# block 1

Figure 1. Metal 2 (block 1).
Scale: 3 px per um. Cells faint in the background.
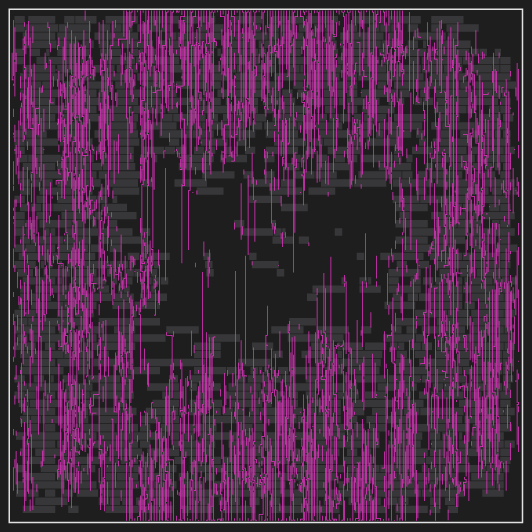

### src/rtl/complete_arbiter.sv
// Completion arbiter: one-entry holding buffer per functional unit, round-robin
// selection onto the single registered ROB-complete / CDB broadcast port.
module complete_arbiter #(
  parameter int NUM_FU = 4,
  parameter int XLEN   = 32,
  parameter int ROB_SZ = 32,
  parameter int PTAG_W = 6,
  localparam int RW    = $clog2(ROB_SZ),
  localparam int PW    = $clog2(NUM_FU)
) (
  input  logic                     clock,
  input  logic                     reset,
  input  logic                     squash,
  input  logic [NUM_FU-1:0]        fu_valid,
  output logic [NUM_FU-1:0]        fu_ready,
  input  logic [NUM_FU*RW-1:0]     fu_rob_idx,
  input  logic [NUM_FU*PTAG_W-1:0] fu_tag,
  input  logic [NUM_FU-1:0]        fu_tag_valid,
  input  logic [NUM_FU*XLEN-1:0]   fu_result,
  input  logic [NUM_FU*XLEN-1:0]   fu_rs2_value,
  input  logic [NUM_FU-1:0]        fu_take_branch,
  output logic                     complete_en,
  output logic [RW-1:0]            complete_idx,
  output logic [XLEN-1:0]          result,
  output logic [XLEN-1:0]          rs2_value,
  output logic                     take_branch,
  output logic                     cdb_valid,
  output logic [PTAG_W-1:0]        cdb_tag
);

  // Handshake: a completion transfers from FU i on a rising edge where
  // fu_valid[i] && fu_ready[i]; fu_ready never looks at fu_valid.

  logic [NUM_FU-1:0] hold_valid;
  logic [RW-1:0]     hold_idx       [NUM_FU];
  logic [PTAG_W-1:0] hold_tag       [NUM_FU];
  logic              hold_tag_valid [NUM_FU];
  logic [XLEN-1:0]   hold_result    [NUM_FU];
  logic [XLEN-1:0]   hold_rs2       [NUM_FU];
  logic              hold_branch    [NUM_FU];

  logic [PW-1:0]     rr_ptr;
  logic [PW-1:0]     cand;
  logic [PW-1:0]     grant_idx;
  logic              grant_any;
  logic [NUM_FU-1:0] grant;
  logic [NUM_FU-1:0] accept;

  // Scan from rr_ptr upward; the PW-bit add wraps because NUM_FU is a power of 2.
  always_comb begin
    grant     = '0;
    grant_idx = '0;
    grant_any = 1'b0;
    cand      = '0;
    for (int k = 0; k < NUM_FU; k++) begin
      cand = rr_ptr + PW'(k);
      if (!grant_any && hold_valid[cand]) begin
        grant_any = 1'b1;
        grant_idx = cand;
      end
    end
    grant[grant_idx] = grant_any;
  end

  // A granted buffer can refill in the same cycle, so a single FU streams 1/cycle.
  assign fu_ready = {NUM_FU{!squash}} & (~hold_valid | grant);
  assign accept   = fu_valid & fu_ready;

  always_ff @(posedge clock) begin
    if (reset || squash) begin
      hold_valid <= '0;
    end else begin
      hold_valid <= (hold_valid & ~grant) | accept;
    end
  end

  // Payload needs no reset: it is only observed while hold_valid is set.
  always_ff @(posedge clock) begin
    for (int i = 0; i < NUM_FU; i++) begin
      if (accept[i]) begin
        hold_idx[i]       <= fu_rob_idx[i*RW +: RW];
        hold_tag[i]       <= fu_tag[i*PTAG_W +: PTAG_W];
        hold_tag_valid[i] <= fu_tag_valid[i];
        hold_result[i]    <= fu_result[i*XLEN +: XLEN];
        hold_rs2[i]       <= fu_rs2_value[i*XLEN +: XLEN];
        hold_branch[i]    <= fu_take_branch[i];
      end
    end
  end

  always_ff @(posedge clock) begin
    if (reset) begin
      rr_ptr       <= '0;
      complete_en  <= 1'b0;
      cdb_valid    <= 1'b0;
      complete_idx <= '0;
      result       <= '0;
      rs2_value    <= '0;
      take_branch  <= 1'b0;
      cdb_tag      <= '0;
    end else if (squash || !grant_any) begin
      // Payload outputs keep their last value; rr_ptr is untouched by squash.
      complete_en <= 1'b0;
      cdb_valid   <= 1'b0;
    end else begin
      rr_ptr       <= grant_idx + PW'(1);
      complete_en  <= 1'b1;
      cdb_valid    <= hold_tag_valid[grant_idx];
      complete_idx <= hold_idx[grant_idx];
      result       <= hold_result[grant_idx];
      rs2_value    <= hold_rs2[grant_idx];
      take_branch  <= hold_branch[grant_idx];
      cdb_tag      <= hold_tag[grant_idx];
    end
  end

endmodule

### config.mk
export PLATFORM = sky130hd
export DESIGN_NAME = complete_arbiter
export DESIGN_NICKNAME = d
export VERILOG_FILES = /design/src/rtl/complete_arbiter.sv
export SDC_FILE = /design/constraint.sdc
export NUM_CORES = 1
export LEC_CHECK = 0
export CORE_UTILIZATION = 49
export DETAILED_ROUTE_END_ITERATION = 10
export PLACE_DENSITY = 0.82
export SLEW_MARGIN = 40
export SYNTH_ARGS = -nofsm -noshare
export SYNTH_HDL_FRONTEND = slang
export SYNTH_SLANG_ARGS = --single-unit
### constraint.sdc
create_clock -name clock -period 9.31 [get_ports clock]
set_input_delay 1.862 -clock clock [delete_from_list [all_inputs] [get_ports clock]]
set_output_delay 1.862 -clock clock [all_outputs]
set_load 0.02 [all_outputs]
# block 2

### src/rtl/if_stage.sv
// Instruction-fetch stage: program counter, next-PC selection
// (sequential / jump / branch), the IF/ID pipeline register and a debug
// count of valid fetches.
module if_stage #(
    parameter logic [31:0] RESET_PC = 32'h0040_0000
) (
    input  logic        clk,
    input  logic        reset,
    input  logic        Stall,
    input  logic        Jump_En,
    input  logic [31:0] Jump_Target,
    input  logic        Branch_Taken,
    input  logic [31:0] Branch_Target,
    output logic [31:0] Inst_Addr,
    input  logic [31:0] Inst_In,
    output logic [31:0] IF_ID_Inst,
    output logic [31:0] IF_ID_PC_Plus4,
    output logic        IF_ID_Valid,
    output logic [31:0] Fetch_Count
);

    localparam int unsigned XLEN       = 32;
    localparam logic [XLEN-1:0] WORD_MASK = 32'hFFFF_FFFC;
    localparam logic [XLEN-1:0] PC_STEP   = 32'd4;

    logic [XLEN-1:0] pc;
    logic [XLEN-1:0] pc_plus4;
    logic [XLEN-1:0] pc_next;
    logic [XLEN-1:0] inst_next;
    logic [XLEN-1:0] plus4_next;
    logic            valid_next;
    logic [XLEN-1:0] count_next;

    // The PC register is the ROM address; no logic sits after it.
    assign Inst_Addr = pc;
    assign pc_plus4  = pc + PC_STEP;

    // Next-state selection: branch (older, in EX) beats stall, stall beats jump.
    always_comb begin
        pc_next    = pc;
        inst_next  = IF_ID_Inst;
        plus4_next = IF_ID_PC_Plus4;
        valid_next = IF_ID_Valid;
        count_next = Fetch_Count;
        if (Branch_Taken) begin
            pc_next    = Branch_Target & WORD_MASK;
            inst_next  = '0;
            plus4_next = '0;
            valid_next = 1'b0;
        end else if (Stall) begin
            pc_next    = pc;
        end else if (Jump_En) begin
            pc_next    = Jump_Target & WORD_MASK;
            inst_next  = '0;
            plus4_next = '0;
            valid_next = 1'b0;
        end else begin
            pc_next    = pc_plus4;
            inst_next  = Inst_In;
            plus4_next = pc_plus4;
            valid_next = 1'b1;
            count_next = Fetch_Count + XLEN'(1);
        end
    end

    // PC, IF/ID register and fetch counter with synchronous reset.
    always_ff @(posedge clk) begin
        if (reset) begin
            pc             <= RESET_PC;
            IF_ID_Inst     <= '0;
            IF_ID_PC_Plus4 <= '0;
            IF_ID_Valid    <= 1'b0;
            Fetch_Count    <= '0;
        end else begin
            pc             <= pc_next;
            IF_ID_Inst     <= inst_next;
            IF_ID_PC_Plus4 <= plus4_next;
            IF_ID_Valid    <= valid_next;
            Fetch_Count    <= count_next;
        end
    end

endmodule

### config.mk
export PLATFORM = sky130hd
export DESIGN_NAME = if_stage
export DESIGN_NICKNAME = d
export VERILOG_FILES = /design/src/rtl/if_stage.sv
export SDC_FILE = /design/constraint.sdc
export NUM_CORES = 1
export LEC_CHECK = 0
export CAP_MARGIN = 40
export CORE_MARGIN = 2
export CORE_UTILIZATION = 40
export DETAILED_ROUTE_END_ITERATION = 8
export PLACE_DENSITY_LB_ADDON = 0.2
export SLEW_MARGIN = 25
export SYNTH_ARGS = -nofsm -noshare
export SYNTH_HDL_FRONTEND = slang
export SYNTH_SLANG_ARGS = --single-unit
### constraint.sdc
create_clock -name clk -period 2.2 [get_ports clk]
set_clock_uncertainty 0.15 [all_clocks]
set_input_delay 0.44 -clock clk [delete_from_list [all_inputs] [get_ports clk]]
set_output_delay 0.44 -clock clk [all_outputs]
set_load 0.01 [all_outputs]
Figure 2. Signal metal coverage by tile (block 1).
Scale: 2 px per um. The die is cut into 34 by 34 equal tiles; dark blue is low, red is high, scaled to the fullest tile. Values are wire area over tile area, all layers added.
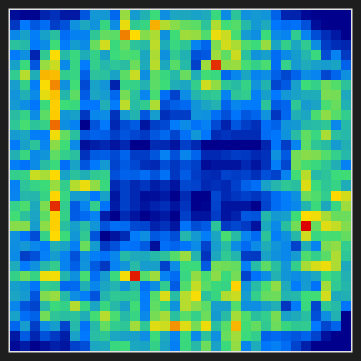
The emptiest ninth of the die: center. The mean over all tiles is 0.23. The fullest tile reaches 0.67. 20% of the tiles are over half the peak. 3.4% of the tiles are nearly empty.

About Figure 1:
The layer holds 49% of the routed length. 1,377 nets have wire on it.
routing usage on met2: 44.6%
final WL: 39.7 mm
Vias: 9,343

==> impl_metrics.py, block 1 <==
# Metrics from the implementation run
metrics = {
    "cells_and_area": {
        "syn2layout_area_growth_pct": 39.4,
        "seq_area_um2": 10900,
        "final_cells": 1619,
    },
    "yosys": {
        "top_cells_by_count": "308 x edfxtp_1, 84 x a22oi_1, 84 x dfxtp_1",
        "ys_warn_count": 0,
        "syn_nets": 1140,
        "synthCells": 825,
        "edf_count": 308,
    },
    "route": {
        "via_per_inst": 5.77,
        "highest_layer": "met4",
    },
    "timing": {
        "tns_ns": 0,
        "setup_slack_ns": 4.05,
        "relSlewSlack_pct": 51.3,
        "rsz0062_at_grt": "false",
        "drv_slew": 0,
        "fmax_ghz": 0.190,
        "min_period_over_period_pct": 56.5,
    },
    "floorplan": {
        "rows": 61,
        "core_um2": 27900,
        "die_h_um": 171,
        "fp-utilization_pct": 50.0,
    },
    "pwr": {
        "p_leak_nw": 6.70,
        "power_leader": "registers",
        "power.density_nw_per_um2": 206,
        "p_int_w": 0.00311,
    },
    "flow_run": {
        "max-cap-violations": 0,
    },
    "run_status": {
        "outcome": "completed",
    },
    "placed_design": {
        "port_buffers": 396,
    },
}
-- block 1: critical path, stage by stage --
cell             delay [ns]
clkdlybuf4s50_1        0.60
a21oi_1                0.28
clkdlybuf4s50_1        0.64
-- block 1: kinds of logic after synthesis --
logic type             share of synthesized area (%)
and+or+nand+nor                                 4.34
DFF                                             78.5
AOI/OAI and AO/OA                               14.5
buffers and inverters                           2.68
-- block 1: final timing paths --
| check | from | endpoint | cells past startpoint |
|---|---|---|---|
| worst max-delay path | squash | fu_ready[3] | 3 |
| worst min-delay path | rs2_value[7]$_SDFFE_PP0P_ | rs2_value[7]$_SDFFE_PP0P_ | 2 |
| worst max register to register | hold_valid[2]$_SDFF_PP0_ | hold_tag[2][5]$_DFFE_PP_ | 6 |
| worst min register to register | rs2_value[7]$_SDFFE_PP0P_ | rs2_value[7]$_SDFFE_PP0P_ | 2 |
-- block 1: area by class of cell --
class,count,area share (%)
clock inverters,5,0.264
well taps,378,2.44
diodes,2,0.0258
inverters,2,0.0387
clock buffers,67,6.05
flip-flops and latches,392,56.4
multi-input cells,364,13.8
repair buffers,409,21.1
Figure 3. Signal metal coverage by tile (block 2).
Scale: 3 px per um. The die is cut into 25 by 25 equal tiles; dark blue is low, red is high, scaled to the fullest tile. Values are wire area over tile area, all layers added.
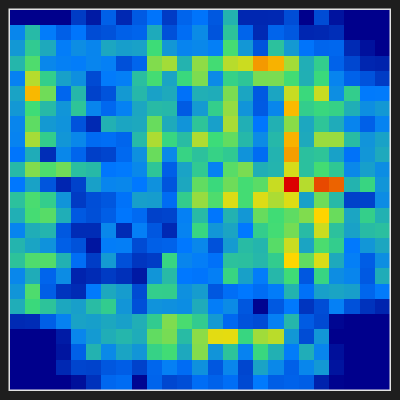
7.2% of the tiles are nearly empty. The densest ninth of the die: middle right. 15% of the tiles are over half the peak. The fullest tile reaches 0.64.

Figure 4. M3 wires (block 2).
Scale: 4 px per um. Cells faint in the background.
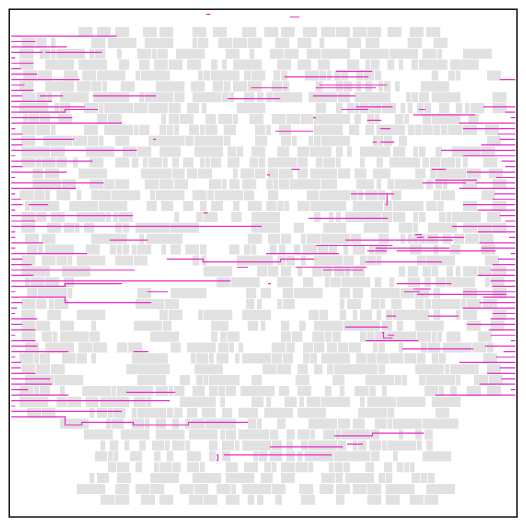
166 nets have wire on it. The layer holds 9.6% of the routed length. The wires run mostly horizontal. The layer carries 1,890 um of wire. The longest straight run is 62.3 um.
grt met3 use: 8.48%
Vias: 6,154
final WL: 19.8 mm

==> impl_metrics.py, block 2 <==
# Metrics from the implementation run
metrics = {
    "worst_setup_path": {
        "crit_cells": 1,
    },
    "cells_and_area": {
        "clkbuf_count": 19,
        "seq_area_um2": 2550,
        "fillers": 1258,
        "n_all_buffers": 277,
        "final_nets": 1054,
        "ff_count": 127,
    },
    "flow_run": {
        "max-cap-violations": 0,
        "warnings": 30,
    },
    "run_status": {
        "outcome": "completed",
    },
    "clocking": {
        "numClockSinks": 127,
        "cts_max_level": 4,
    },
    "yosys": {
        "netlist.area_leader.share_pct": 42.3,
        "ys_seq_share_pct": 42.3,
    },
    "placed_design": {
        "dp_hpwl_mm": 14.2,
    },
    "route": {
        "drt_first_pass_iters": 5,
    },
    "global_routing": {
        "grt_max_degree": 50,
    },
    "timing": {
        "fin_crit_ns": 2.15,
    },
    "worst_hold_path": {
        "min_path_type": "input port to flop",
    },
}
block 2: sequential cells by signal (all words and copies together) (netlist names):
register        flops
IF_ID_PC_Plus4     32
IF_ID_Inst         32
IF_ID_Valid         1
Inst_Addr          30
Fetch_Count        32
block 2: power groups by stage:
stage | registers (W) | logic, W | clock network (W)
2_1_floorplan | 0.00251 | 0.000287 | 0
3_3_place_gp | 0.00247 | 0.000778 | 0
5_1_grt | 0.00243 | 0.000850 | 0.00298
6_report | 0.00242 | 0.000784 | 0.00281
4_1_cts | 0.00242 | 0.000785 | 0.00285
3_5_place_dp | 0.00247 | 0.000780 | 0
block 2: final timing paths:
check	startpoint	to	slack, ns
worst min-delay path	reset	Inst_Addr[13]$_SDFFE_PP0P_	0.28
worst max register to register	Inst_Addr[2]$_SDFFE_PP0P_	Inst_Addr[24]$_SDFFE_PP0P_	0.13
worst min register to register	IF_ID_PC_Plus4[26]$_SDFFE_PP0N_	IF_ID_PC_Plus4[26]$_SDFFE_PP0N_	0.29
worst max-delay path	Inst_Addr[17]$_SDFFE_PP0P_	Inst_Addr[17]	0.05
block 2: layer usage:
metal	wire length, um	GRT usage (%)
met1	8430	31.5
met2	9140	38.8
met3	1890	8.48
met4	300	7.37
met5	0	0

# block 3

Figure 5. Signal metal coverage by tile (block 3).
Scale: 6 px per um. The die is cut into 13 by 13 equal tiles; dark blue is low, red is high, scaled to the fullest tile. Values are wire area over tile area, all layers added.
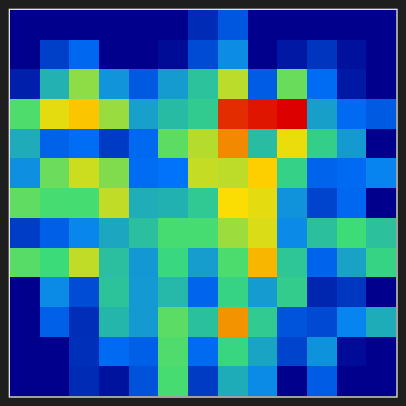

==> src/rtl/mult_sequencer.sv <==
// Strobe sequencer for the shift-add Multiplier datapath: host valid/ready in, Start..Reset_Sync out.
// Optional WAIT_READY timeout is enabled by defining MULT_SEQ_TIMEOUT_EN.
module mult_sequencer #(
  parameter int WORD_LENGTH    = 4,
  parameter int TIMEOUT_CYCLES = 16
) (
  input  logic                     clk,
  input  logic                     reset,
  input  logic                     op_valid,
  input  logic [WORD_LENGTH-1:0]   op_a,
  input  logic [WORD_LENGTH-1:0]   op_b,
  output logic                     op_ready,
  output logic [2*WORD_LENGTH-1:0] result,
  output logic                     result_cout,
  output logic                     result_valid,
  output logic                     timeout_err,
  output logic [WORD_LENGTH-1:0]   data_in_a,
  output logic [WORD_LENGTH-1:0]   data_in_b,
  output logic                     Start,
  output logic                     FinishLoad,
  output logic                     FinishShift,
  output logic                     Finish,
  output logic                     Reset_Sync,
  input  logic [2*WORD_LENGTH-1:0] data_out,
  input  logic                     cout,
  input  logic                     ready
);

  localparam logic [2:0] IDLE       = 3'd0;
  localparam logic [2:0] START      = 3'd1;
  localparam logic [2:0] LOAD       = 3'd2;
  localparam logic [2:0] SHIFT      = 3'd3;
  localparam logic [2:0] FSHIFT     = 3'd4;
  localparam logic [2:0] WAIT_READY = 3'd5;
  localparam logic [2:0] FINISH     = 3'd6;
  localparam logic [2:0] CLEAR      = 3'd7;

  localparam int SW = $clog2(WORD_LENGTH) + 1;
  localparam logic [SW-1:0] SHIFT_LAST = SW'(WORD_LENGTH - 1);

  logic [2:0]    state, next_state;
  logic [SW-1:0] shift_cnt;
  logic          timed_out;

  assign op_ready = (state == IDLE);

`ifdef MULT_SEQ_TIMEOUT_EN
  localparam int TW = $clog2(TIMEOUT_CYCLES) + 1;
  localparam logic [TW-1:0] WAIT_LAST = TW'(TIMEOUT_CYCLES - 1);
  logic [TW-1:0] wait_cnt;

  always_ff @(posedge clk or posedge reset) begin
    if (reset)                    wait_cnt <= '0;
    else if (state == FSHIFT)     wait_cnt <= '0;
    else if (state == WAIT_READY) wait_cnt <= wait_cnt + 1'b1;
  end

  // Last allowed WAIT_READY cycle; ready still low here means give up.
  assign timed_out = (wait_cnt == WAIT_LAST);
`else
  // Timeout disabled: constant-false, no counter; parameter kept for a uniform interface.
  assign timed_out = (TIMEOUT_CYCLES < 0);
`endif

  always_comb begin
    next_state = state;
    case (state)
      IDLE:       if (op_valid) next_state = START;
      START:      next_state = LOAD;
      LOAD:       next_state = SHIFT;
      SHIFT:      if (shift_cnt == SHIFT_LAST) next_state = FSHIFT;
      FSHIFT:     next_state = WAIT_READY;
      WAIT_READY: begin
        if (ready)          next_state = FINISH;
        else if (timed_out) next_state = CLEAR;
      end
      FINISH:     next_state = CLEAR;
      CLEAR:      next_state = IDLE;
      default:    next_state = IDLE;
    endcase
  end

  always_ff @(posedge clk or posedge reset) begin
    if (reset) begin
      state     <= IDLE;
      shift_cnt <= '0;
    end else begin
      state <= next_state;
      if (state == LOAD)       shift_cnt <= '0;
      else if (state == SHIFT) shift_cnt <= shift_cnt + 1'b1;
    end
  end

  // Strobes decode next_state so they line up exactly with the state they belong to.
  always_ff @(posedge clk or posedge reset) begin
    if (reset) begin
      Start        <= 1'b0;
      FinishLoad   <= 1'b0;
      FinishShift  <= 1'b0;
      Finish       <= 1'b0;
      Reset_Sync   <= 1'b0;
      result_valid <= 1'b0;
      timeout_err  <= 1'b0;
    end else begin
      Start        <= (next_state == START);
      FinishLoad   <= (next_state == LOAD);
      FinishShift  <= (next_state == FSHIFT);
      Finish       <= (next_state == FINISH);
      Reset_Sync   <= (next_state == CLEAR);
      result_valid <= (state == FINISH);
      timeout_err  <= (state == WAIT_READY) && (next_state == CLEAR);
    end
  end

  always_ff @(posedge clk or posedge reset) begin
    if (reset) begin
      data_in_a   <= '0;
      data_in_b   <= '0;
      result      <= '0;
      result_cout <= 1'b0;
    end else begin
      if (state == IDLE && op_valid) begin
        data_in_a <= op_a;
        data_in_b <= op_b;
      end
      if (state == FINISH) begin
        result      <= data_out;
        result_cout <= cout;
      end
    end
  end

endmodule
==> config.mk <==
export PLATFORM = sky130hd
export DESIGN_NAME = mult_sequencer
export DESIGN_NICKNAME = d
export VERILOG_FILES = /design/src/rtl/mult_sequencer.sv
export SDC_FILE = /design/constraint.sdc
export NUM_CORES = 1
export LEC_CHECK = 0
export CORE_MARGIN = 5
export CORE_UTILIZATION = 40
export CTS_BUF_LIST = sky130_fd_sc_hd__clkbuf_8
export CTS_CLUSTER_SIZE = 16
export DETAILED_ROUTE_END_ITERATION = 10
export GPL_TIMING_DRIVEN = 0
export PLACE_DENSITY_LB_ADDON = 0.05
export REMOVE_ABC_BUFFERS = 1
export SLEW_MARGIN = 20
export SYNTH_ARGS = -nofsm -noshare
export SYNTH_HDL_FRONTEND = slang
export SYNTH_SLANG_ARGS = --single-unit
==> constraint.sdc <==
create_clock -name clk -period 1.65 [get_ports clk]
set_clock_uncertainty 0.15 [all_clocks]
set_input_delay 0.165 -clock clk [delete_from_list [all_inputs] [get_ports clk]]
set_output_delay 0.165 -clock clk [all_outputs]
set_load 0.01 [all_outputs]
# block 4

--- src/rtl/jk_ff_bank_if.sv ---
// jk_ff_bank_if: control, data and status bundle of the JK flip-flop bank.
interface jk_ff_bank_if #(
    parameter int WIDTH = 8
);
    logic             en_i;
    logic [1:0]       mode_i;
    logic [WIDTH-1:0] j_i;
    logic [WIDTH-1:0] k_i;
    logic             ser_in_i;
    logic [WIDTH-1:0] q_o;
    logic [WIDTH-1:0] q_bar_o;
    logic             ser_out_o;
    logic             wrap_o;
    logic             changed_o;
    modport master (
        output en_i, mode_i, j_i, k_i, ser_in_i,
        input  q_o, q_bar_o, ser_out_o, wrap_o, changed_o
    );
    modport slave (
        input  en_i, mode_i, j_i, k_i, ser_in_i,
        output q_o, q_bar_o, ser_out_o, wrap_o, changed_o
    );
endinterface

--- src/rtl/jk_ff_bank.sv ---
// jk_ff_bank: WIDTH JK flip-flops used as a JK bank, up/down counter or shift register.
module jk_ff_bank #(
    parameter int               WIDTH   = 8,
    parameter logic [WIDTH-1:0] RST_VAL = '0
) (
    input logic         clk,
    input logic         rst,
    jk_ff_bank_if.slave bus
);
    logic [WIDTH-1:0] q_q, q_d, qb_q, up_t, dn_t, sh, jv, kv;
    logic             wrap_q, wrap_d, changed_q, changed_d;
    assign up_t[0] = 1'b1;
    assign dn_t[0] = 1'b1;
    for (genvar i = 1; i < WIDTH; i++) begin : g_carry
        assign up_t[i] = &q_q[i-1:0];
        assign dn_t[i] = ~|q_q[i-1:0];
    end
    assign sh = {q_q[WIDTH-2:0], bus.ser_in_i};
    // every mode is expressed as J/K drive so all bits share one JK update rule
    always_comb begin
        jv        = bus.mode_i == 2'b00 ? bus.j_i : bus.mode_i == 2'b01 ? up_t : bus.mode_i == 2'b10 ? dn_t : sh;
        kv        = bus.mode_i == 2'b00 ? bus.k_i : bus.mode_i == 2'b01 ? up_t : bus.mode_i == 2'b10 ? dn_t : ~sh;
        q_d       = bus.en_i ? ((jv & ~q_q) | (~kv & q_q)) : q_q;
        wrap_d    = bus.en_i & (((bus.mode_i == 2'b01) & (&q_q)) | ((bus.mode_i == 2'b10) & ~(|q_q)));
        changed_d = q_d != q_q;
    end
    always_ff @(posedge clk) begin
        if (rst) begin
            q_q       <= RST_VAL;
            qb_q      <= ~RST_VAL;
            wrap_q    <= 1'b0;
            changed_q <= 1'b0;
        end else begin
            q_q       <= q_d;
            qb_q      <= ~q_d;
            wrap_q    <= wrap_d;
            changed_q <= changed_d;
        end
    end
    assign bus.q_o       = q_q;
    assign bus.q_bar_o   = qb_q;
    assign bus.ser_out_o = q_q[WIDTH-1];
    assign bus.wrap_o    = wrap_q;
    assign bus.changed_o = changed_q;
endmodule
--- src/flat_wrapper.sv ---
// flat-port wrapper written by rule: the top's interface ports become plain ports
module jk_ff_bank_flat 
#(
    parameter int               WIDTH   = 8,
    parameter logic [WIDTH-1:0] RST_VAL = '0
)
  (clk, rst, bus_en_i, bus_mode_i, bus_j_i, bus_k_i, bus_ser_in_i, bus_q_o, bus_q_bar_o, bus_ser_out_o, bus_wrap_o, bus_changed_o);
  jk_ff_bank_if #(.WIDTH(WIDTH)) bus_i ();
  input logic clk;
  input logic rst;
  input wire logic [$bits(bus_i.en_i)-1:0] bus_en_i;
  input wire logic [$bits(bus_i.mode_i)-1:0] bus_mode_i;
  input wire logic [$bits(bus_i.j_i)-1:0] bus_j_i;
  input wire logic [$bits(bus_i.k_i)-1:0] bus_k_i;
  input wire logic [$bits(bus_i.ser_in_i)-1:0] bus_ser_in_i;
  output wire logic [$bits(bus_i.q_o)-1:0] bus_q_o;
  output wire logic [$bits(bus_i.q_bar_o)-1:0] bus_q_bar_o;
  output wire logic [$bits(bus_i.ser_out_o)-1:0] bus_ser_out_o;
  output wire logic [$bits(bus_i.wrap_o)-1:0] bus_wrap_o;
  output wire logic [$bits(bus_i.changed_o)-1:0] bus_changed_o;
  assign bus_i.en_i = bus_en_i;
  assign bus_i.mode_i = bus_mode_i;
  assign bus_i.j_i = bus_j_i;
  assign bus_i.k_i = bus_k_i;
  assign bus_i.ser_in_i = bus_ser_in_i;
  assign bus_q_o = bus_i.q_o;
  assign bus_q_bar_o = bus_i.q_bar_o;
  assign bus_ser_out_o = bus_i.ser_out_o;
  assign bus_wrap_o = bus_i.wrap_o;
  assign bus_changed_o = bus_i.changed_o;
  jk_ff_bank #(.WIDTH(WIDTH), .RST_VAL(RST_VAL)) u_core (.clk(clk), .rst(rst), .bus(bus_i));
endmodule
--- config.mk ---
export PLATFORM = sky130hd
export DESIGN_NAME = jk_ff_bank_flat
export DESIGN_NICKNAME = d
export VERILOG_FILES = /design/src/rtl/jk_ff_bank_if.sv /design/src/rtl/jk_ff_bank.sv /design/src/flat_wrapper.sv
export SDC_FILE = /design/constraint.sdc
export NUM_CORES = 1
export LEC_CHECK = 0
export CORE_MARGIN = 3
export CORE_UTILIZATION = 41
export CTS_CLUSTER_SIZE = 24
export DETAILED_ROUTE_END_ITERATION = 7
export PLACE_DENSITY = 0.76
export SYNTH_ARGS = -nofsm -noshare
export SYNTH_HDL_FRONTEND = slang
export SYNTH_SLANG_ARGS = --single-unit
--- constraint.sdc ---
create_clock -name clk -period 2 [get_ports clk]
set_input_delay 0.3 -clock clk [delete_from_list [all_inputs] [get_ports clk]]
set_output_delay 0.3 -clock clk [all_outputs]
set_load 0.05 [all_outputs]
# block 5

`src/rtl/maxpool_2x2_stream_if.sv`:
```
// Valid/ready stream bundle for the 2x2 max-pool stage: pixel input side and pooled output side.
// master = upstream/downstream environment, slave = the pooling block.
interface maxpool_2x2_stream_if #(
  parameter int unsigned DATW = 10
) ();
  logic            in_valid;
  logic            in_ready;
  logic [DATW-1:0] in_data;
  logic            out_valid;
  logic            out_ready;
  logic [DATW-1:0] out_data;
  logic            out_last;

  modport master (
    output in_valid, in_data, out_ready,
    input  in_ready, out_valid, out_data, out_last
  );

  modport slave (
    input  in_valid, in_data, out_ready,
    output in_ready, out_valid, out_data, out_last
  );
endinterface

```
`src/rtl/maxpool_2x2_stream.sv`:
```
// Streaming 2x2 stride-2 max-pool over a raster pixel stream, using one row of partial maxima.
// Trailing odd column/row are accepted and dropped.
module maxpool_2x2_stream #(
  parameter int unsigned DATW = 10,
  parameter int unsigned FMW  = 8,
  parameter int unsigned FMH  = 8
) (
  input  logic                  clk,
  input  logic                  rst,
  maxpool_2x2_stream_if.slave   bus,
  output logic                  done
);

  localparam int unsigned CW       = (FMW > 1) ? $clog2(FMW) : 1;
  localparam int unsigned RW       = (FMH > 1) ? $clog2(FMH) : 1;
  localparam int unsigned PW       = FMW / 2;
  localparam int unsigned BW       = (PW > 1) ? $clog2(PW) : 1;
  localparam int unsigned LAST_COL = 2 * PW - 1;
  localparam int unsigned LAST_ROW = 2 * (FMH / 2) - 1;

  typedef enum logic [1:0] {
    EVEN_ROW,
    ODD_ROW,
    DROP
  } state_t;

  state_t          state;
  logic [CW-1:0]   col;
  logic [RW-1:0]   row;
  logic [DATW-1:0] hmax;
  logic [DATW-1:0] rbuf [PW];

  logic            out_valid_q;
  logic [DATW-1:0] out_data_q;
  logic            out_last_q;

  logic            beat_c;
  logic            col_end_c;
  logic            row_end_c;
  logic [BW-1:0]   pidx_c;
  logic [DATW-1:0] pair_max_c;
  logic [DATW-1:0] pool_c;

  // Stall input whenever an untaken result sits in the output register.
  assign bus.in_ready  = !rst && !(out_valid_q && !bus.out_ready);
  assign bus.out_valid = out_valid_q;
  assign bus.out_data  = out_data_q;
  assign bus.out_last  = out_last_q;

  assign beat_c     = bus.in_valid && bus.in_ready;
  assign col_end_c  = (col == CW'(FMW - 1));
  assign row_end_c  = (row == RW'(FMH - 1));
  assign pidx_c     = BW'(col >> 1);
  assign pair_max_c = (bus.in_data > hmax) ? bus.in_data : hmax;
  assign pool_c     = (rbuf[pidx_c] > pair_max_c) ? rbuf[pidx_c] : pair_max_c;

  // Raster counters, row-parity state, output register and frame-done pulse.
  always_ff @(posedge clk) begin
    if (rst) begin
      state       <= EVEN_ROW;
      col         <= '0;
      row         <= '0;
      hmax        <= '0;
      out_valid_q <= 1'b0;
      out_data_q  <= '0;
      out_last_q  <= 1'b0;
      done        <= 1'b0;
    end else begin
      done <= beat_c && row_end_c && col_end_c;

      // A new result wins over a same-cycle transfer, so no bubble is inserted.
      if (beat_c && (state == ODD_ROW) && col[0]) begin
        out_valid_q <= 1'b1;
        out_data_q  <= pool_c;
        out_last_q  <= (row == RW'(LAST_ROW)) && (col == CW'(LAST_COL));
      end else if (bus.out_ready) begin
        out_valid_q <= 1'b0;
        out_last_q  <= 1'b0;
      end

      if (beat_c) begin
        if (!col[0]) begin
          hmax <= bus.in_data;
        end
        if (col_end_c) begin
          col <= '0;
          if (row_end_c) begin
            row   <= '0;
            state <= EVEN_ROW;
          end else begin
            row <= row + RW'(1);
            case (state)
              EVEN_ROW: state <= ODD_ROW;
              ODD_ROW:  state <= (row == RW'(FMH - 2)) ? DROP : EVEN_ROW;
              default:  state <= EVEN_ROW;
            endcase
          end
        end else begin
          col <= col + CW'(1);
        end
      end
    end
  end

  // Partial maxima of the even row; contents after reset are don't-care.
  always_ff @(posedge clk) begin
    if (beat_c && (state == EVEN_ROW) && col[0]) begin
      rbuf[pidx_c] <= pair_max_c;
    end
  end

endmodule

```
`src/flat_wrapper.sv`:
```
// flat-port wrapper written by rule: the top's interface ports become plain ports
module maxpool_2x2_stream_flat 
#(
  parameter int unsigned DATW = 10,
  parameter int unsigned FMW  = 8,
  parameter int unsigned FMH  = 8
)
  (clk, rst, done, bus_in_valid, bus_in_data, bus_out_ready, bus_in_ready, bus_out_valid, bus_out_data, bus_out_last);
  maxpool_2x2_stream_if #(.DATW(DATW)) bus_i ();
  input  logic clk;
  input  logic rst;
  output logic done;
  input wire logic [$bits(bus_i.in_valid)-1:0] bus_in_valid;
  input wire logic [$bits(bus_i.in_data)-1:0] bus_in_data;
  input wire logic [$bits(bus_i.out_ready)-1:0] bus_out_ready;
  output wire logic [$bits(bus_i.in_ready)-1:0] bus_in_ready;
  output wire logic [$bits(bus_i.out_valid)-1:0] bus_out_valid;
  output wire logic [$bits(bus_i.out_data)-1:0] bus_out_data;
  output wire logic [$bits(bus_i.out_last)-1:0] bus_out_last;
  assign bus_i.in_valid = bus_in_valid;
  assign bus_i.in_data = bus_in_data;
  assign bus_i.out_ready = bus_out_ready;
  assign bus_in_ready = bus_i.in_ready;
  assign bus_out_valid = bus_i.out_valid;
  assign bus_out_data = bus_i.out_data;
  assign bus_out_last = bus_i.out_last;
  maxpool_2x2_stream #(.DATW(DATW), .FMW(FMW), .FMH(FMH)) u_core (.clk(clk), .rst(rst), .bus(bus_i), .done(done));
endmodule
```
`config.mk`:
```
export PLATFORM = sky130hd
export DESIGN_NAME = maxpool_2x2_stream_flat
export DESIGN_NICKNAME = d
export VERILOG_FILES = /design/src/rtl/maxpool_2x2_stream_if.sv /design/src/rtl/maxpool_2x2_stream.sv /design/src/flat_wrapper.sv
export SDC_FILE = /design/constraint.sdc
export NUM_CORES = 1
export LEC_CHECK = 0
export ABC_CLOCK_PERIOD_IN_PS = 4000
export CORE_ASPECT_RATIO = 2
export CORE_UTILIZATION = 41
export CTS_BUF_LIST = sky130_fd_sc_hd__clkbuf_8
export DETAILED_ROUTE_END_ITERATION = 8
export PLACE_DENSITY = 0.63
export REMOVE_ABC_BUFFERS = 1
export SKIP_LAST_GASP = 1
export SLEW_MARGIN = 15
export SYNTH_ARGS = -nofsm -noshare
export SYNTH_HDL_FRONTEND = slang
export SYNTH_SLANG_ARGS = --single-unit
```
`constraint.sdc`:
```
create_clock -name clk -period 4 [get_ports clk]
set_clock_uncertainty 0.1 [all_clocks]
set_input_delay 1 -clock clk [delete_from_list [all_inputs] [get_ports clk]]
set_output_delay 1 -clock clk [all_outputs]
set_load 0.005 [all_outputs]
```

==> screenshots <==
I/O pins on the die edge.
shot_01.png
Scale: 8 px per um. Pins as bars across the die edge, other pins in gray.
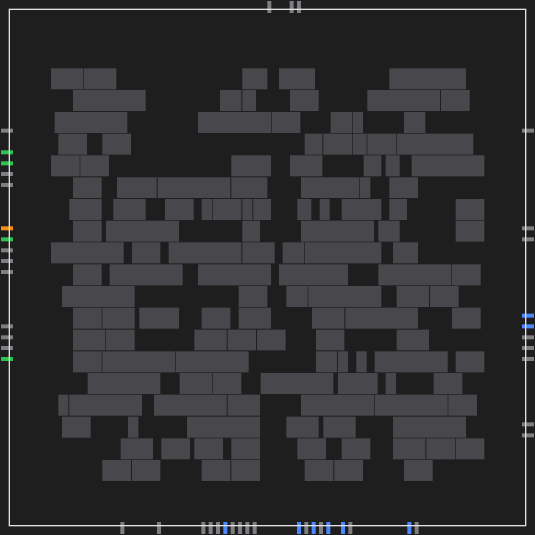
shot_02.png
Scale: 4 px per um. Pins as bars across the die edge, other pins in gray.
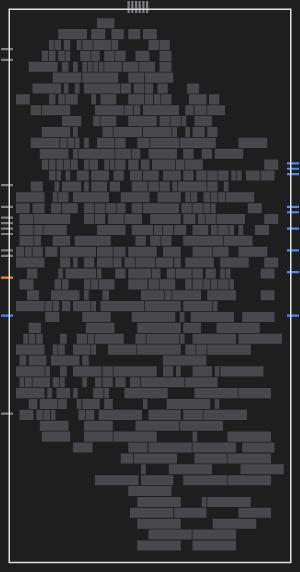
shot_03.png
Scale: 8 px per um. Pins as bars across the die edge, other pins in gray.
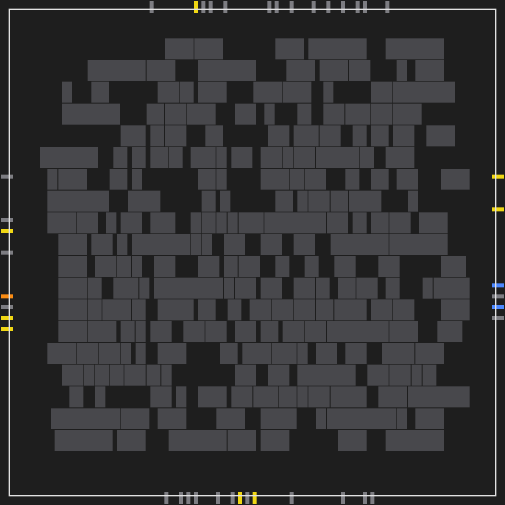
Of these, largest die: shot_02.png
| picture | from |
|---|---|
| shot_02.png | block 5 |
| shot_01.png | block 3 |
| shot_03.png | block 4 |

Key to shot_03.png:
Blue stands for bus_mode_i, pins 2, direction input, edge right. Yellow stands for bus_j_i, pins 8, direction input, edge 3 left, 2 bottom, 2 right, 1 top. Orange stands for bus_ser_in_i, pins 1, direction input, edge left.
All pins by edge: 14 top, 13 bottom, 8 left, 6 right.

Figure 6. M3 wires (block 4).
Scale: 8 px per um. Cells faint in the background.
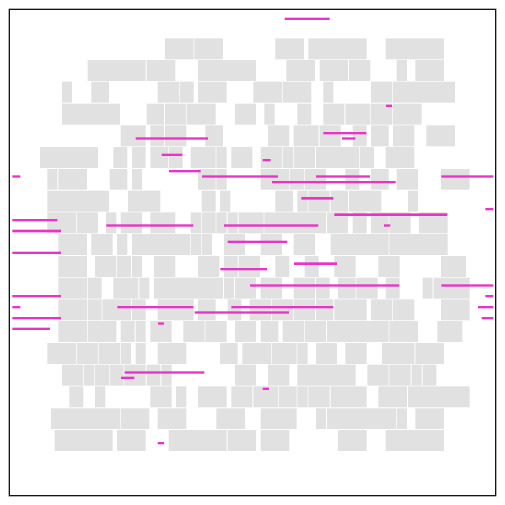
The layer holds 5.4% of the routed length. The layer carries 230 um of wire.

==> impl_metrics.py, block 4 <==
# Metrics from the implementation run
metrics = {
    "run_status": {
        "outcome": "completed",
    },
    "worst_setup_path": {
        "r2r-start": "u_core.bus.q_o[0]$_SDFF_PP0_",
        "crit_fanout": 6,
    },
    "placed_design": {
        "dp_hpwl_mm": 3.21,
    },
    "timing": {
        "worst_hold_slack_ns": 0.598,
        "hold_viol_final": 0,
        "worst_slew_pin_slew_ns": 0.523,
        "min_period_over_period_pct": 99.3,
    },
    "yosys": {
        "syn_area_um2": 1220,
        "yosysTopAreaCell": "dfxtp_1",
    },
    "route": {
        "via_per_inst": 5.86,
    },
    "global_routing": {
        "grt-ovfl-total": 0,
    },
    "worst_hold_path": {
        "min_path_type": "flop to flop",
    },
    "cells_and_area": {
        "diodes": 0,
    },
    "floorplan": {
        "fp-utilization_pct": 43.6,
        "io_pins": 41,
    },
    "pwr": {
        "clkPwrFrac_pct": 17.9,
        "switching_share_pct": 37.9,
        "p_seq_w": 0.000421,
    },
}
==> block 4: timing repair <==
item	in CTS	in global routing
gates resized	5	8
setup endpoints to repair	5	6
pin swaps	1	3
hold buffers	0	0
buffers inserted	0	1
==> block 4: state kept, by name, summed over array words and instances, names as in the netlist <==
name                  flops
u_core.bus.wrap_o         1
u_core.bus.changed_o      1
u_core.bus.q_bar_o        8
u_core.bus.q_o            8
==> block 4: cell type report <==
class | count | area share, %
multi-input combinational | 114 | 40.1
timing repair buffer | 76 | 34.9
sequential | 18 | 19.5
inverter | 11 | 2.14
tap | 31 | 2.01
clock buffer | 4 | 1.36
==> block 4: kinds of logic after synthesis <==
| logic type | share of synthesized area, % |
|---|---|
| AND/OR/NAND/NOR | 27.6 |
| AND-OR/OR-AND | 30.8 |
| buffers and inverters | 10.4 |
| flip-flops | 29.5 |
| multiplexers | 1.64 |
==> block 4: layer usage <==
layer	vias to the layer above	GRT usage [%]	part of all wire, %
met5	-	0	0
met4	0	6.19	2.0
met3	8	3.19	5.4
li1	702	-	-
met2	63	38.8	49
met1	715	32.3	44
==> block 4: tightest hold or removal path: stages (launching register included) <==
cell and delay (ns):
dfxtp_2 0.38, nand2_1 0.07, a21o_1 0.12
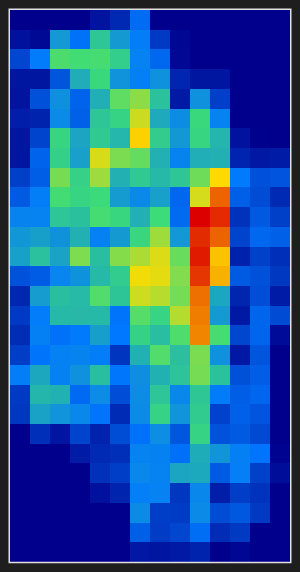
Figure 7: block 5, signal metal coverage by tile.
Scale: 4 px per um. The die is cut into 14 by 28 equal tiles; dark blue is low, red is high, scaled to the fullest tile. Values are wire area over tile area, all layers added.
The fullest tile reaches 0.65. 13% of the tiles are over half the peak. 20% of the tiles are nearly empty. The densest ninth of the die: center. The mean over all tiles is 0.17.

==> impl_metrics.py, block 5 <==
# Metrics from the implementation run
metrics = {
    "run_status": {
        "outcome": "completed",
    },
    "yosys": {
        "synthDistinctLibCells": 44,
        "top_cells_by_count": "40 x edfxtp_1, 33 x dfxtp_1, 32 x a21oi_1",
        "ys_warn_count": 0,
        "adder_share_pct": 8.26,
        "logic_family": "simple AND/OR/NAND/NOR gates",
    },
    "flow_run": {
        "warnings": 26,
    },
    "worst_hold_path": {
        "min_to": "u_core.hmax[4]$_SDFFE_PP0P_",
        "min_path_type": "flop to flop",
    },
    "clocking": {
        "cts_max_level": 3,
        "cts_tree": "done",
    },
    "cells_and_area": {
        "diodes": 0,
        "final_layout_top_logic_cell": "buf_4",
    },
    "pwr": {
        "switching_share_pct": 27.9,
        "p_leak_nw": 1.86,
    },
    "route": {
        "wl_per_cell_um": 18.8,
        "met1_length_mm": 3.58,
    },
    "global_routing": {
        "grt_pass1_vias": 3042,
    },
    "placed_design": {
        "dp_cells": 491,
    },
    "timing": {
        "drv_slew": 0,
    },
    "worst_setup_path": {
        "critPathKind": "input port to flop",
    },
}
block 5: flip-flops by register name, indices dropped and copies added, names as in the netlist, 2 cells and up, named ones only:
register             count
u_core.state             2
u_core.col               3
u_core.row               3
u_core.hmax             10
u_core.rbuf             40
u_core.bus.out_data     10
block 5: worst reg2reg max path: stages, from the launching register on:
cell and delay [ns]:
dfxtp_1 0.31, inv_1 0.20, ha_4 0.27, a21oi_2 0.15, o211ai_1 0.14, or3_4 0.43, buf_12 0.16, a211oi_4 0.28
ha_4 0.21, nand4_1 0.19, a211oi_4 0.37, a2111oi_4 0.09, o21ai_2 0.25, buf_2 0.19, o211ai_1 0.10
block 5: timing repair:
action / CTS / global route
cloned: 3 / 1
hold buffers: 0 / 0
setup buffers: 3 / 4
endpoints found under the setup margin: 10 / 10
pin swaps: 25 / 29
endpoints found under the hold margin: 0 / 0
gates resized: 42 / 27
block 5: area by class of cell:
cell class / instances / share of cell area [%]
inverters: 26 / 1.91
multi-input cells: 217 / 40.9
well taps: 102 / 2.50
clock inverters: 7 / 1.54
repair buffers: 83 / 14.3
flip-flops and latches: 73 / 36.5
clock buffers: 9 / 2.43
Figure 8. Track usage over the die (block 3).
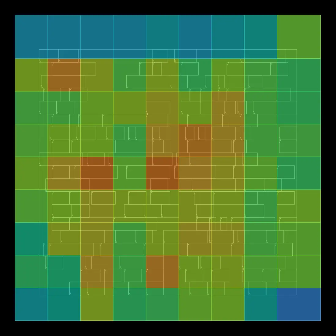
busiest metal layer after global routing: met2
GR Layer Usage met1: 14.3%
overall routing resource usage: 14.0%

## Picture notes: Figure 5
The mean over all tiles is 0.094. 23% of the tiles are over half the peak. The fullest tile reaches 0.30. 18% of the tiles are nearly empty.
Vias: 807
final WL: 2.41 mm
drt wl/cell: 14.6 um

==> impl_metrics.py, block 3 <==
# Metrics from the implementation run
metrics = {
    "timing": {
        "rsz0062_at_grt": "false",
    },
    "global_routing": {
        "grt_pass1_vias": 905,
        "use_met2_pct": 24.4,
    },
    "pwr": {
        "combPwrFrac_pct": 43.1,
        "power.density_nw_per_um2": 1760,
        "irDropWorstVdd_v": 0.000879,
        "power_leader": "combinational cells",
        "clkPwrFrac_pct": 16.3,
        "p_int_w": 0.00220,
    },
    "clocking": {
        "insertion_delay_ns": 0.27,
    },
    "yosys": {
        "yosysTopAreaCell": "dfrtp_1",
        "ys_sh_aoi_pct": 3.49,
        "synthCells": 81,
        "mux_share_pct": 18.0,
        "ys.flops": 30,
    },
    "cells_and_area": {
        "syn2layout_area_growth_pct": 50.9,
        "seq_area_um2": 754,
        "comb_area_um2": 397,
    },
    "floorplan": {
        "core_um2": 2810,
        "die_x_um": 64.4,
    },
    "worst_setup_path": {
        "cp-startpoint": "state[1]$_DFF_PP0_",
    },
    "placed_design": {
        "dp_slack_ns": -0.269,
    },
    "run_status": {
        "outcome": "completed",
    },
}
[block 3: worst max-delay path, delay by kind of cell, from the launching register on]
kind / cells / cell delay [ns]
flip-flops: 1 / 0.47
multiplexers: 1 / 0.34
buffers and inverters: 1 / 0.21
AND/OR/NAND/NOR: 1 / 0.27
[block 3: cells in the final DEF, fill, tap and decap left out, drive strengths merged, types with 2 or more instances in the layout]
cell type      count
nand2              2
clkdlybuf4s50     44
and4b              2
o21ai              3
inv                7
ha                 2
dfrtp             30
nor2b              4
clkbuf             5
buf                5
mux2              18
[block 3: cell type report]
| cell class | instances | share of cell area (%) |
|---|---|---|
| well taps | 31 | 2.17 |
| flip-flops and latches | 30 | 42.3 |
| inverters | 5 | 1.05 |
| clock inverters | 2 | 0.421 |
| multi-input cells | 42 | 22.2 |
| clock buffers | 5 | 3.86 |
| repair buffers | 50 | 28.0 |
[block 3: repair_timing]
item	CTS	global route
setup buffers	5	0
gates resized	4	0
endpoints found under the setup margin	18	0
[block 3: sequential cells by signal, indices dropped and copies added (netlist names)]
signal,flops
result,8
data_in_a,4
data_in_b,4
shift_cnt,3
state,3
Finish,1
FinishLoad,1
FinishShift,1
Reset_Sync,1
Start,1
result_cout,1
result_valid,1
timeout_err,1

# block 6

$ cat src/rtl/serial_subtractor_pkg.sv
`default_nettype none
// ============================================================================
//  Module      : serial_subtractor_pkg
//  Description : Shared constants and state encoding for the serial subtractor.
//  Revision    : 1.0 - initial release
// ============================================================================
package serial_subtractor_pkg;

    localparam int DEFAULT_WIDTH = 16;

    localparam logic [1:0] IDLE = 2'b00;
    localparam logic [1:0] RUN  = 2'b01;
    localparam logic [1:0] DONE = 2'b10;

endpackage
`default_nettype wire

$ cat src/rtl/serial_subtractor_if.sv
`default_nettype none
// ============================================================================
//  Module      : serial_subtractor_if
//  Description : Operand/result bundle between a requester and the subtractor.
//  Revision    : 1.0 - initial release
// ============================================================================
interface serial_subtractor_if #(
    parameter int WIDTH = serial_subtractor_pkg::DEFAULT_WIDTH
);
    logic             start;
    logic [WIDTH-1:0] a;
    logic [WIDTH-1:0] b;
    logic             busy;
    logic             done;
    logic [WIDTH-1:0] diff;
    logic             borrow;
    logic             ovf;
    logic             zero;

    modport master (
        output start, a, b,
        input  busy, done, diff, borrow, ovf, zero
    );

    modport slave (
        input  start, a, b,
        output busy, done, diff, borrow, ovf, zero
    );
endinterface
`default_nettype wire

$ cat src/rtl/serial_subtractor_full_subtractor.sv
`default_nettype none
// ============================================================================
//  Module      : full_subtractor
//  Description : One-bit subtract cell with borrow in/out.
//  Revision    : 1.0 - initial release
// ============================================================================
module full_subtractor (
    input  wire logic x,
    input  wire logic y,
    input  wire logic bin,
    output logic      d,
    output logic      bout
);
    assign d    = x ^ y ^ bin;
    assign bout = (~x & y) | (~(x ^ y) & bin);
endmodule
`default_nettype wire

$ cat src/rtl/serial_subtractor.sv
`default_nettype none
// ============================================================================
//  Module      : serial_subtractor
//  Description : Bit-serial a-b, LSB first, one bit per clock, with flags.
//  Revision    : 1.0 - initial release
// ============================================================================
module serial_subtractor
    import serial_subtractor_pkg::*;
#(
    parameter int WIDTH = DEFAULT_WIDTH
) (
    input  wire logic        clk,
    input  wire logic        rst_n,
    serial_subtractor_if.slave bus
);
    localparam int             CW     = $clog2(WIDTH + 1);
    localparam logic [CW-1:0]  C_LAST = CW'(WIDTH - 1);

    logic [1:0]       r_rst_sync;
    logic             w_rst_n;

    logic [1:0]       r_state;
    logic [CW-1:0]    r_cnt;
    logic [WIDTH-1:0] r_a_sh;
    logic [WIDTH-1:0] r_b_sh;
    logic [WIDTH-1:0] r_res;
    logic             r_bin;
    logic             r_a_msb;
    logic             r_b_msb;

    logic             r_busy;
    logic             r_done;
    logic [WIDTH-1:0] r_diff;
    logic             r_borrow;
    logic             r_ovf;
    logic             r_zero;

    logic             w_d;
    logic             w_bout;
    logic [WIDTH-1:0] w_res_next;

    // Assert asynchronously, release only after two clean clock edges.
    always_ff @(posedge clk or negedge rst_n) begin
        if (!rst_n) begin
            r_rst_sync <= 2'b00;
        end else begin
            r_rst_sync <= {r_rst_sync[0], 1'b1};
        end
    end

    assign w_rst_n = r_rst_sync[1];

    full_subtractor u_full_subtractor (
        .x    (r_a_sh[0]),
        .y    (r_b_sh[0]),
        .bin  (r_bin),
        .d    (w_d),
        .bout (w_bout)
    );

    assign w_res_next = {w_d, r_res[WIDTH-1:1]};

    always_ff @(posedge clk or negedge w_rst_n) begin
        if (!w_rst_n) begin
            r_state  <= IDLE;
            r_cnt    <= '0;
            r_a_sh   <= '0;
            r_b_sh   <= '0;
            r_res    <= '0;
            r_bin    <= 1'b0;
            r_a_msb  <= 1'b0;
            r_b_msb  <= 1'b0;
            r_busy   <= 1'b0;
            r_done   <= 1'b0;
            r_diff   <= '0;
            r_borrow <= 1'b0;
            r_ovf    <= 1'b0;
            r_zero   <= 1'b0;
        end else begin
            r_done <= 1'b0;
            case (r_state)
                IDLE, DONE: begin
                    if (bus.start) begin
                        r_a_sh  <= bus.a;
                        r_b_sh  <= bus.b;
                        r_a_msb <= bus.a[WIDTH-1];
                        r_b_msb <= bus.b[WIDTH-1];
                        r_res   <= '0;
                        r_bin   <= 1'b0;
                        r_cnt   <= '0;
                        r_busy  <= 1'b1;
                        r_state <= RUN;
                    end else begin
                        r_state <= IDLE;
                    end
                end
                RUN: begin
                    r_a_sh <= r_a_sh >> 1;
                    r_b_sh <= r_b_sh >> 1;
                    r_res  <= w_res_next;
                    r_bin  <= w_bout;
                    r_cnt  <= r_cnt + 1'b1;
                    if (r_cnt == C_LAST) begin
                        // Result registers change only here, so they hold between operations.
                        r_state  <= DONE;
                        r_busy   <= 1'b0;
                        r_done   <= 1'b1;
                        r_diff   <= w_res_next;
                        r_borrow <= w_bout;
                        r_ovf    <= (r_a_msb != r_b_msb) && (w_res_next[WIDTH-1] != r_a_msb);
                        r_zero   <= (w_res_next == '0);
                    end
                end
                default: begin
                    r_state <= IDLE;
                    r_busy  <= 1'b0;
                end
            endcase
        end
    end

    assign bus.busy   = r_busy;
    assign bus.done   = r_done;
    assign bus.diff   = r_diff;
    assign bus.borrow = r_borrow;
    assign bus.ovf    = r_ovf;
    assign bus.zero   = r_zero;

endmodule
`default_nettype wire

$ cat src/flat_wrapper.sv
// flat-port wrapper written by rule: the top's interface ports become plain ports
module serial_subtractor_flat import serial_subtractor_pkg::*;
#(
    parameter int WIDTH = DEFAULT_WIDTH
)
  (clk, rst_n, bus_start, bus_a, bus_b, bus_busy, bus_done, bus_diff, bus_borrow, bus_ovf, bus_zero);
  serial_subtractor_if #(.WIDTH(WIDTH)) bus_i ();
  input  wire logic clk;
  input  wire logic rst_n;
  input wire logic [$bits(bus_i.start)-1:0] bus_start;
  input wire logic [$bits(bus_i.a)-1:0] bus_a;
  input wire logic [$bits(bus_i.b)-1:0] bus_b;
  output wire logic [$bits(bus_i.busy)-1:0] bus_busy;
  output wire logic [$bits(bus_i.done)-1:0] bus_done;
  output wire logic [$bits(bus_i.diff)-1:0] bus_diff;
  output wire logic [$bits(bus_i.borrow)-1:0] bus_borrow;
  output wire logic [$bits(bus_i.ovf)-1:0] bus_ovf;
  output wire logic [$bits(bus_i.zero)-1:0] bus_zero;
  assign bus_i.start = bus_start;
  assign bus_i.a = bus_a;
  assign bus_i.b = bus_b;
  assign bus_busy = bus_i.busy;
  assign bus_done = bus_i.done;
  assign bus_diff = bus_i.diff;
  assign bus_borrow = bus_i.borrow;
  assign bus_ovf = bus_i.ovf;
  assign bus_zero = bus_i.zero;
  serial_subtractor #(.WIDTH(WIDTH)) u_core (.clk(clk), .rst_n(rst_n), .bus(bus_i));
endmodule
$ cat config.mk
export PLATFORM = sky130hd
export DESIGN_NAME = serial_subtractor_flat
export DESIGN_NICKNAME = d
export VERILOG_FILES = /design/src/rtl/serial_subtractor_pkg.sv /design/src/rtl/serial_subtractor_if.sv /design/src/rtl/serial_subtractor_full_subtractor.sv /design/src/rtl/serial_subtractor.sv /design/src/flat_wrapper.sv
export SDC_FILE = /design/constraint.sdc
export NUM_CORES = 1
export LEC_CHECK = 0
export CAP_MARGIN = 30
export CORE_MARGIN = 8
export CORE_UTILIZATION = 30
export CTS_BUF_LIST = sky130_fd_sc_hd__clkbuf_16
export DETAILED_ROUTE_END_ITERATION = 8
export PLACE_DENSITY = 0.5
export SLEW_MARGIN = 15
export SYNTH_ARGS = -nofsm -noshare
export SYNTH_HDL_FRONTEND = slang
export SYNTH_HIERARCHICAL = 1
export SYNTH_SLANG_ARGS = --single-unit
$ cat constraint.sdc
create_clock -name clk -period 2.62 [get_ports clk]
set_input_delay 0.786 -clock clk [delete_from_list [all_inputs] [get_ports clk]]
set_output_delay 0.786 -clock clk [all_outputs]
set_load 0.02 [all_outputs]
==> impl_metrics.py <==
# Metrics from the implementation run
metrics = {
    "yosys": {
        "syn_nets": 314,
        "synthCells": 276,
        "async_reset_ff_share_pct": 100,
        "synthDistinctLibCells": 28,
        "ys_seq_share_pct": 60.7,
        "ys_cells": 276,
        "syn_area_um2": 3300,
        "mux_share_pct": 6.98,
    },
    "placed_design": {
        "dp_cells": 457,
    },
    "clocking": {
        "cts_resized": 0,
        "cts-root-buf": "clkbuf_16",
    },
    "floorplan": {
        "rows": 38,
        "io_pins": 56,
    },
    "worst_setup_path": {
        "worst_path_largest_cell_delay_ns": 0.62,
        "crit_cells": 1,
        "critPathTopFamily": "buffers and inverters",
        "critPathKind": "flop to output port",
    },
    "cells_and_area": {
        "n_all_buffers": 62,
    },
    "route": {
        "wl_per_cell_um": 15.5,
    },
    "timing": {
        "worst_slew_pin_slew_ns": 0.672,
        "setup_viol": 0,
    },
    "flow_run": {
        "max-cap-violations": 0,
    },
    "run_status": {
        "outcome": "completed",
    },
}
==> worst min path at each step <==
stage	cells past startpoint	slack, ns	endpoint
final	0	0.26	u_core/bus.diff[10]$_DFFE_PN0P_
after global routing	0	0.29	u_core/bus.diff[11]$_DFFE_PN0P_
after CTS	0	0.28	u_core/bus.diff[11]$_DFFE_PN0P_
after detailed placement	0	0.27	u_core/bus.diff[11]$_DFFE_PN0P_
after global placement	0	0.34	u_core/r_rst_sync[1]$_DFF_PN0_
after floorplan	0	0.33	u_core/r_rst_sync[1]$_DFF_PN0_
==> cells in the final DEF, fill, tap and decap left out, drive strengths merged, types with 4 or more instances in the layout <==
cell type,synthesis,final
a22oi,30,30
buf,21,7
nor4,4,4
o21ai,5,5
clkbuf,0,9
clkdlybuf4s50,0,55
dfrtp,80,80
inv,6,7
a22o,19,19
mux2,17,17
nand2,40,40
nand3,31,31
==> power breakdown <==
| part | switching (W) | total, W | internal [W] |
|---|---|---|---|
| Combinational | 0.00101 | 0.00199 | 0.000980 |
| Sequential | 0.000380 | 0.00217 | 0.00179 |
| Clock | 0.000480 | 0.00131 | 0.000828 |
Figure 9. Metal 2 (block 6).
Scale: 4 px per um. Cells faint in the background.
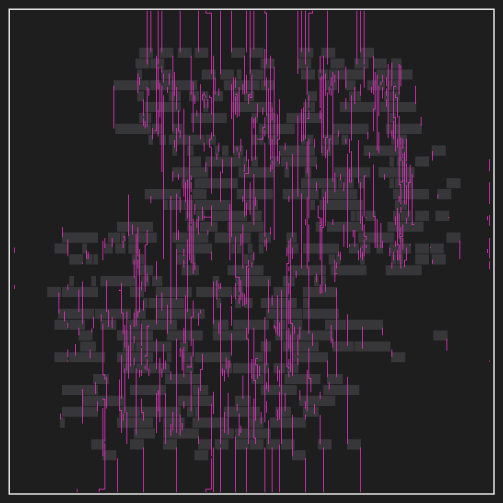
The wires run mostly vertical. The longest straight run is 43.2 um.
Vias: 2,303
routing usage on met2: 16.1%
final WL: 7.32 mm

Figure 10. Track usage over the die (block 6).
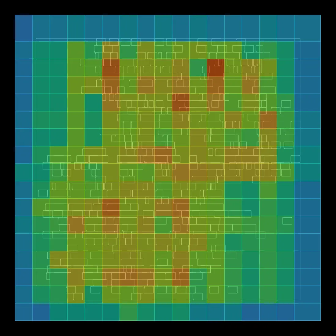
GR Layer Usage met1: 13.5%
busiest metal layer after global routing: met2
post-layout util: 39.8%
overall routing resource usage: 10.3%

Figure 11. M3 wires (block 6).
Scale: 4 px per um. Cells faint in the background.
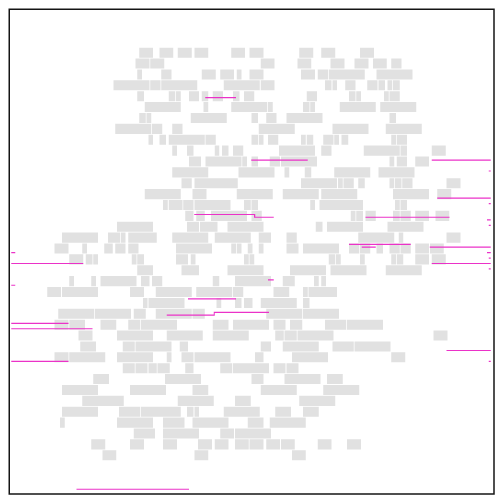
The layer carries 285 um of wire. The wires run mostly horizontal. 26 nets have wire on it.
grt met3 use: 2.84%



==> layout pictures side by side <==
I/O pins on the die edge.
image #1
Scale: 4 px per um. Pins as bars across the die edge, other pins in gray.
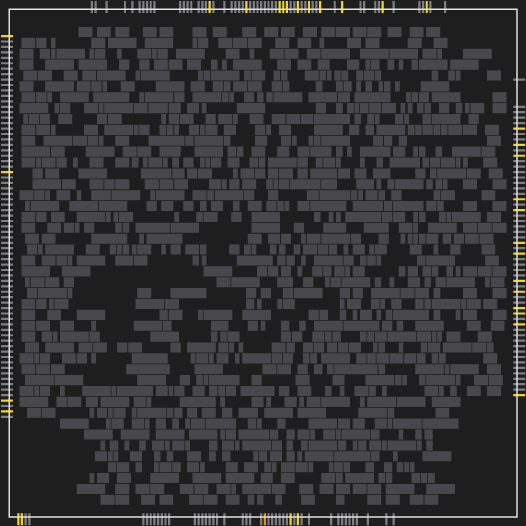
image #2
Scale: 4 px per um. Pins as bars across the die edge, other pins in gray.
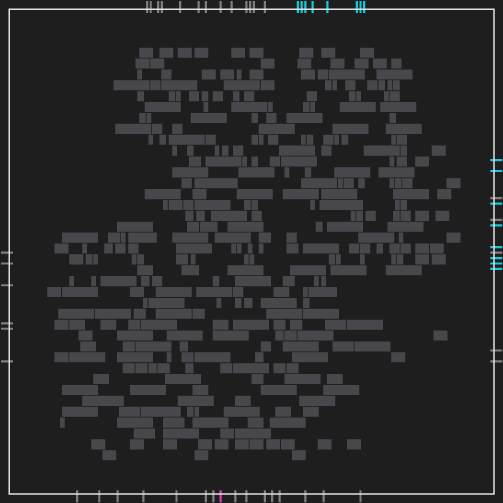
image #3
Scale: 3 px per um. Pins as bars across the die edge, other pins in gray.
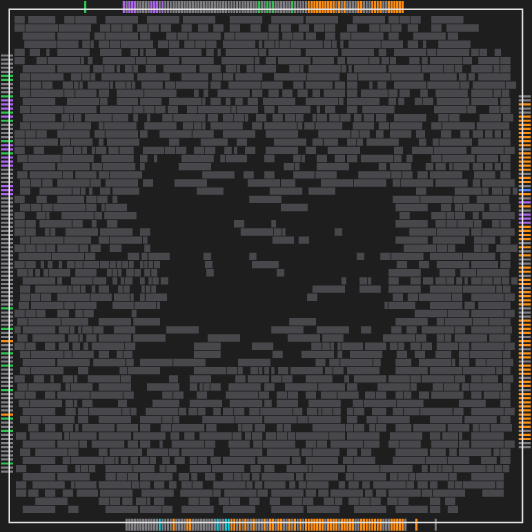
Image #2 is block 6.
Image #1 is block 2.
Image #3 is block 1.
Of these, fewest pins: image #2
Of these, most pins: image #3

Power is estimated from default activity; no workload was simulated.
